==================== mux2_bus_arbiter
--- src/rtl/mux2_bus_arbiter_pkg.sv ---
// Shared encodings for the two-requester packet arbiter: FSM states and mux select values.
package mux2_bus_arbiter_pkg;

  typedef enum logic [1:0] {
    ST_IDLE  = 2'd0,
    ST_GNT_A = 2'd1,
    ST_GNT_B = 2'd2
  } arb_state_t;

  localparam logic SEL_A = 1'b0;
  localparam logic SEL_B = 1'b1;

  // Round-robin tie break: the side that did not win last time gets the grant.
  function automatic arb_state_t rr_tie_winner(input logic last_win);
    return (last_win == SEL_A) ? ST_GNT_B : ST_GNT_A;
  endfunction

endpackage

--- src/rtl/mux2_bus_arbiter_mux2_bus.sv ---
// WIDTH-bit 2:1 mux shared by the arbiter for beat data and for the last flag.
module mux2_bus
  import mux2_bus_arbiter_pkg::*;
#(
  parameter int WIDTH = 2
) (
  input  logic [WIDTH-1:0] a,
  input  logic [WIDTH-1:0] b,
  input  logic             c,
  output logic [WIDTH-1:0] z
);

  assign z = (c == SEL_B) ? b : a;

endmodule

--- src/rtl/mux2_bus_arbiter.sv ---
// Packet arbiter steering requester A or B through a shared 2:1 mux to one valid/ready consumer.
// Optional macro ARB_FIXED_PRIO_A_EN: A wins every tie (round-robin via last_win otherwise).
module mux2_bus_arbiter
  import mux2_bus_arbiter_pkg::*;
#(
  parameter int WIDTH     = 2,
  parameter int MAX_BEATS = 8
) (
  input  logic             clk,
  input  logic             rst_n,
  input  logic             a_valid,
  input  logic [WIDTH-1:0] a_data,
  input  logic             a_last,
  output logic             a_ready,
  input  logic             b_valid,
  input  logic [WIDTH-1:0] b_data,
  input  logic             b_last,
  output logic             b_ready,
  output logic             out_valid,
  output logic [WIDTH-1:0] out_data,
  output logic             out_last,
  input  logic             out_ready,
  output logic             sel,
  output logic             busy,
  output logic             wd_err
);

  localparam int              CNT_W    = $clog2(MAX_BEATS);
  localparam logic [CNT_W-1:0] CNT_LAST = CNT_W'(MAX_BEATS - 1);

  arb_state_t       state;
  arb_state_t       nxt_state;
  arb_state_t       idle_pick;
  arb_state_t       done_pick;
  logic             last_win;
  logic [CNT_W-1:0] beat_cnt;
  logic [WIDTH-1:0] mux_data;
  logic             mux_last;
  logic             beat;
  logic             wd_hit;
  logic             pkt_done;

  mux2_bus #(.WIDTH(WIDTH)) u_data_mux (.a(a_data), .b(b_data), .c(sel), .z(mux_data));
  mux2_bus #(.WIDTH(1))     u_last_mux (.a(a_last), .b(b_last), .c(sel), .z(mux_last));

  assign busy      = (state == ST_GNT_A) || (state == ST_GNT_B);
  assign out_valid = ((state == ST_GNT_A) && a_valid) || ((state == ST_GNT_B) && b_valid);
  assign out_data  = busy ? mux_data : '0;
  assign out_last  = busy & mux_last;
  assign a_ready   = (state == ST_GNT_A) && out_ready;
  assign b_ready   = (state == ST_GNT_B) && out_ready;

  assign beat     = out_valid && out_ready;
  assign wd_hit   = beat && !out_last && (beat_cnt == CNT_LAST);
  assign pkt_done = beat && (out_last || wd_hit);

  always_comb begin
    idle_pick = ST_IDLE;
    if (a_valid && b_valid) begin
`ifdef ARB_FIXED_PRIO_A_EN
      idle_pick = ST_GNT_A;
`else
      idle_pick = rr_tie_winner(last_win);
`endif
    end else if (a_valid) begin
      idle_pick = ST_GNT_A;
    end else if (b_valid) begin
      idle_pick = ST_GNT_B;
    end

    // Re-arbitration at packet end never hands the grant straight back to the same side.
    done_pick = ST_IDLE;
    if (state == ST_GNT_A) begin
`ifdef ARB_FIXED_PRIO_A_EN
      // A is still valid on its own last beat, so a tie with B resolves to A via IDLE.
      done_pick = ST_IDLE;
`else
      done_pick = b_valid ? ST_GNT_B : ST_IDLE;
`endif
    end else if (state == ST_GNT_B) begin
      done_pick = a_valid ? ST_GNT_A : ST_IDLE;
    end

    nxt_state = state;
    case (state)
      ST_IDLE:            nxt_state = idle_pick;
      ST_GNT_A, ST_GNT_B: if (pkt_done) nxt_state = done_pick;
      default:            nxt_state = ST_IDLE;
    endcase
  end

  always_ff @(posedge clk or negedge rst_n) begin
    if (!rst_n) begin
      state    <= ST_IDLE;
      sel      <= SEL_A;
      last_win <= SEL_B;
      beat_cnt <= '0;
      wd_err   <= 1'b0;
    end else begin
      state  <= nxt_state;
      wd_err <= wd_hit;
      if (nxt_state == ST_GNT_A && state != ST_GNT_A) sel <= SEL_A;
      if (nxt_state == ST_GNT_B && state != ST_GNT_B) sel <= SEL_B;
      if (pkt_done) begin
        last_win <= sel;
        beat_cnt <= '0;
      end else if (beat) begin
        beat_cnt <= beat_cnt + 1'b1;
      end
    end
  end

endmodule

--- config.mk ---
export PLATFORM = sky130hd
export DESIGN_NAME = mux2_bus_arbiter
export DESIGN_NICKNAME = d
export VERILOG_FILES = /design/src/rtl/mux2_bus_arbiter_pkg.sv /design/src/rtl/mux2_bus_arbiter_mux2_bus.sv /design/src/rtl/mux2_bus_arbiter.sv
export SDC_FILE = /design/constraint.sdc
export NUM_CORES = 1
export LEC_CHECK = 0
export CAP_MARGIN = 30
export CORE_MARGIN = 4
export CORE_UTILIZATION = 42
export DETAILED_ROUTE_END_ITERATION = 8
export PLACE_DENSITY = 0.72
export REMOVE_ABC_BUFFERS = 1
export SLEW_MARGIN = 40
export SYNTH_ARGS = -nofsm -noshare
export SYNTH_HDL_FRONTEND = slang
export SYNTH_SLANG_ARGS = --single-unit
--- constraint.sdc ---
create_clock -name clk -period 2.05 [get_ports clk]
set_input_delay 0.205 -clock clk [delete_from_list [all_inputs] [get_ports clk]]
set_output_delay 0.205 -clock clk [all_outputs]
set_load 0.01 [all_outputs]
==================== seq_mult_su
`config.mk`:
```
export PLATFORM = sky130hd
export DESIGN_NAME = seq_mult_su
export DESIGN_NICKNAME = d
export VERILOG_FILES = /design/src/rtl/mult_pkg.sv /design/src/rtl/seq_mult_step.sv /design/src/rtl/seq_mult_su.sv
export SDC_FILE = /design/constraint.sdc
export NUM_CORES = 1
export LEC_CHECK = 0
export ABC_AREA = 1
export CAP_MARGIN = 15
export CORE_MARGIN = 5
export CORE_UTILIZATION = 42
export CTS_BUF_LIST = sky130_fd_sc_hd__clkbuf_4 sky130_fd_sc_hd__clkbuf_8 sky130_fd_sc_hd__clkbuf_16
export CTS_CLUSTER_SIZE = 16
export DETAILED_ROUTE_END_ITERATION = 8
export PLACE_DENSITY = 0.77
export REMOVE_ABC_BUFFERS = 1
export SLEW_MARGIN = 20
export SYNTH_ARGS = -nofsm -noshare
export SYNTH_HDL_FRONTEND = slang
export SYNTH_SLANG_ARGS = --single-unit
```
`constraint.sdc`:
```
create_clock -name clk -period 2.4 [get_ports clk]
set_input_delay 0.48 -clock clk [delete_from_list [all_inputs] [get_ports clk]]
set_output_delay 0.48 -clock clk [all_outputs]
set_load 0.01 [all_outputs]
```
`src/rtl/mult_pkg.sv`:
```
// mult_pkg: FSM state encoding and counter sizing for the iterative multiplier
package mult_pkg;
    typedef logic [1:0] state_t;
    localparam state_t S_IDLE = 2'd0;
    localparam state_t S_RUN  = 2'd1;
    localparam state_t S_DONE = 2'd2;
    function automatic int clog2(input int v);
        int r = 0;
        while ((1 << r) < v) r++;
        return r;
    endfunction
endpackage

```
`src/rtl/seq_mult_step.sv`:
```
// seq_mult_step: one add/subtract-and-shift iteration of the shift-add multiplier
module seq_mult_step #(
    parameter int N = 8
) (
    input  logic [N:0] i_acc,
    input  logic [N:0] i_a_ext,
    input  logic       i_bit,
    input  logic       i_sub,
    input  logic       i_signed_mode,
    output logic [N:0] o_next_acc,
    output logic       o_shift_in
);
    logic [N+1:0] w_acc, w_a, w_sum;
    // One guard bit keeps the sum exact; its top bit becomes the shifted-in MSB
    assign w_acc      = {i_signed_mode & i_acc[N], i_acc};
    assign w_a        = {i_signed_mode & i_a_ext[N], i_a_ext};
    assign w_sum      = w_acc + (i_bit ? (i_sub ? -w_a : w_a) : '0);
    assign o_next_acc = w_sum[N+1:1];
    assign o_shift_in = w_sum[0];
endmodule

```
`src/rtl/seq_mult_su.sv`:
```
// seq_mult_su: signed/unsigned iterative shift-add multiplier, one product per N+1 cycles
module seq_mult_su
    import mult_pkg::*;
#(
    parameter int N = 8
) (
    input  logic           clk,
    input  logic           rst_n,
    input  logic           start,
    input  logic           signed_mode,
    input  logic [N-1:0]   a,
    input  logic [N-1:0]   b,
    output logic           busy,
    output logic [2*N-1:0] p,
    output logic           valid
);
    localparam int CW = clog2(N);
    state_t        r_state;
    logic [CW-1:0] r_cnt;
    logic [N:0]    r_acc, w_next_acc;
    logic [N-1:0]  r_mq, r_a;
    logic          r_sgn, w_shift_in, w_last, w_accept;
    assign busy     = r_state == S_RUN;
    assign w_accept = start && !busy;
    assign w_last   = r_cnt == CW'(N - 1);
    // The MSB of the multiplier carries weight -2^(N-1) in signed mode
    seq_mult_step #(.N(N)) u_step (
        .i_acc        (r_acc),
        .i_a_ext      ({r_sgn & r_a[N-1], r_a}),
        .i_bit        (r_mq[0]),
        .i_sub        (r_sgn & w_last),
        .i_signed_mode(r_sgn),
        .o_next_acc   (w_next_acc),
        .o_shift_in   (w_shift_in)
    );
    always_ff @(posedge clk or negedge rst_n) begin
        if (!rst_n) begin
            r_state <= S_IDLE;
            r_cnt   <= '0;
            r_acc   <= '0;
            r_mq    <= '0;
            r_a     <= '0;
            r_sgn   <= 1'b0;
            p       <= '0;
            valid   <= 1'b0;
        end else begin
            valid <= 1'b0;
            if (w_accept) begin
                r_state <= S_RUN;
                r_cnt   <= '0;
                r_acc   <= '0;
                r_mq    <= b;
                r_a     <= a;
                r_sgn   <= signed_mode;
            end else if (busy) begin
                r_acc <= w_next_acc;
                r_mq  <= {w_shift_in, r_mq[N-1:1]};
                r_cnt <= r_cnt + 1'b1;
                if (w_last) begin
                    r_state <= S_DONE;
                    valid   <= 1'b1;
                    p       <= {w_next_acc[N-1:0], w_shift_in, r_mq[N-1:1]};
                end
            end
        end
    end
endmodule

```
mux2_bus_arbiter, metal layers overlaid:
Bar = 10 um. Two of the layers only.
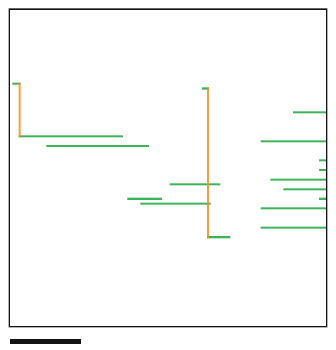
Key: green = metal 3 [wire length 101 um]; orange = metal 4 [wire length 28.6 um]

==> flow_summary.toml, mux2_bus_arbiter <==
# implementation run metrics
[run_status]
status = "finished clean"

[sta]
setup-violations-final = 0
fin_crit_sh_pct = 96.3
drv_slew = 0
rsz0062_at_grt = "false"
finClkSkew_ps = 11.1
tightest_slew_ps = 370
fmax_mhz = 507

[cts]
hold_buffers = 0
clockBufferDepth = 2
htree_levels = 1
cts_buffers = 3
clk_pin_slew_worst_paths_ps = 60

[critical_path]
r2r_setup_slack_ps = 210
startpoint = "state[0]"
reg2reg_depth = 7
crit_fanout = 3
crit_end = "out_valid"

[floorplanning]
die_w_um = 44.8
rows = 12
tap_cells = 14

[synth]
yosysTopAreaCell = "dfrtp_1"
synth_area_um2 = 568
ys_sh_adder_pct = 13.2
postSynthCellCount = 55
ys_sh_mux_pct = 10.1
yosysSeqAreaShare_pct = 35.5
syn_area_per_cell_um2 = 10.3
ys_sh_simple_pct = 16.1

[power]
p_int_w = 0.000734
ir_worst_vdd_mv = 0.956
power.density_nw_per_um2 = 1350
pg_comb_w = 0.000768

[global_routing]
first_global_vias = 499
use_met2_pct = 24.9
grt_pass1_wl_mm = 2.17
grt_usage_pct = 14.9
antenna_found_initial = 0

[cells_and_area]
largestClassByArea = "logic gates"
final-seq-area_um2 = 201
largest_register = "beat_cnt"
antenna_cells = 0
seq_share_pct = 23.3
inv_count = 4
comb_area_um2 = 360
reg.largest.list = "beat_cnt (3), state (2)"
logic_gate_count = 42
nonClkBufAreaFrac_pct = 28.1
fillCellCount = 94

[placement]
dp_hpwl_mm = 1.09
dpl-instance-area_um2 = 810
place.gp.congestion = 0.839

[detailed_routing]
firstDrtPassIters = 4
m1WireLength_um = 594
wl_per_cell_um = 14.2
drt_iter0_drc = 10
maxUsedRoutingLayer = "met4"
ant_nets = 0

[run]
tool_warnings = 28
drv_cap = 0

[worst_hold_path]
hp-class = "in2async"
[mux2_bus_arbiter: worst max-delay path, stage by stage, from the launching register on]
cell and delay, ps:
dfrtp_1 400, buf_4 160, ha_1 200, a22o_1 270
clkdlybuf4s50_1 500
[mux2_bus_arbiter: per-stage QoR]
stage          cells  hold WS, ps  total power, W  setup slack [ps]
2_1_floorplan     54        -90.6        0.000667               232
3_3_place_gp      92          498        0.000967               175
3_5_place_dp      92          503        0.000978               142
4_1_cts           98          227         0.00114              67.0
5_1_grt           98          233         0.00126              3.06
6_report          98          223         0.00116              76.1
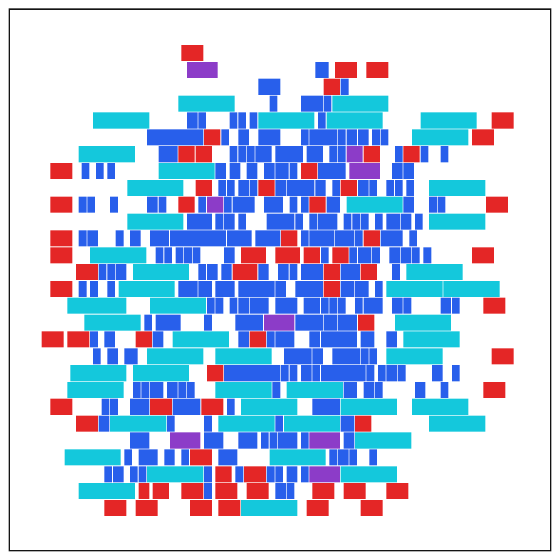
seq_mult_su: cells coloured by class
Key: cyan = flops [cells 48, share of their area 36%]; purple = clock drivers and dummy loads [cells 8, share of their area 2.9%]; red = other buffers and delay cells [cells 66, share of their area 18%]; blue = combinational and other logic [cells 248, share of their area 43%]
Cell Rows: 28
Final Util: 58.4%
core footprint: 5850 um^2

==> flow_summary.toml, seq_mult_su <==
# implementation run metrics
[cells_and_area]
logic_gate_count = 207
reg.largest.list = "p (16), r_acc (9)"
clkCellAreaFrac_pct = 2.86

[sta]
setup-violations-final = 5
fin_ws_ps = -30.8

[floorplanning]
die_area_um2 = 7600

[power]
clock_power_share_pct = 11.5
power_clock_w = 0.000519

[run]
drv_cap = 0

[synth]
yosysChipArea_um2 = 2500
yosysTopAreaCell = "dfrtp_1"

[cts]
tritoncts = "built"
clk_pin_slew_worst_paths_ps = 90

[global_routing]
use_met2_pct = 28.0

[run_status]
status = "finished with violations"
violations = "setup timing"

[detailed_routing]
num_vias = 2256
wl_per_cell_um = 14.1

[critical_path]
setup.worst_path.start_class = "flop"
seq_mult_su: critical path, cell delays in order (launching register included):
cell and delay, ps:
dfrtp_1 400, inv_2 80, buf_4 110, nand2_1 130, o31ai_2 300, o21ai_1 90
a21oi_1 190, ha_1 310, a21o_1 240, a31oi_2 200, nand3_2 110, nand3_1 100
nand2_1 50
seq_mult_su: synthesized netlist by cell type, types with 3 or more instances:
library cell and instances:
nand2_1 86, dfrtp_1 48, inv_1 39, o21ai_0 32
nand3_1 19, ha_1 12, a21oi_1 11, nor2_1 10
o221ai_1 8, buf_2 5, nand2_2 4, nor3_1 3


## Gallery

Supply network.
image #1
Bar = 10 um. Pins as bars on the die edge. Tap cells in grey.
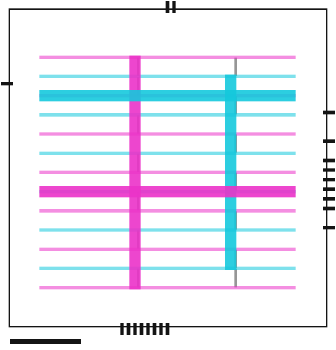
image #2
Bar = 20 um. Pins as bars on the die edge. Tap cells in grey.
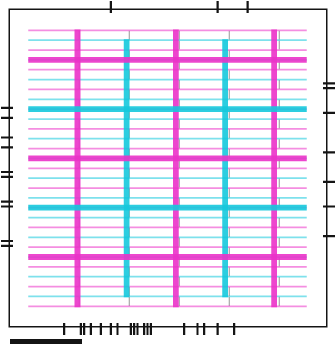
seq_mult_su -> image #2
mux2_bus_arbiter -> image #1
Of these, most pins: image #2
Of these, largest die: image #2

Key to image #1:
Key: magenta = VSS; cyan = VDD
14 tap cells. 13 met1 rails follow the rows. The core has 12 rows. 2 straps on met5.

No activity file was given, so power comes from the tool's default toggle rates.
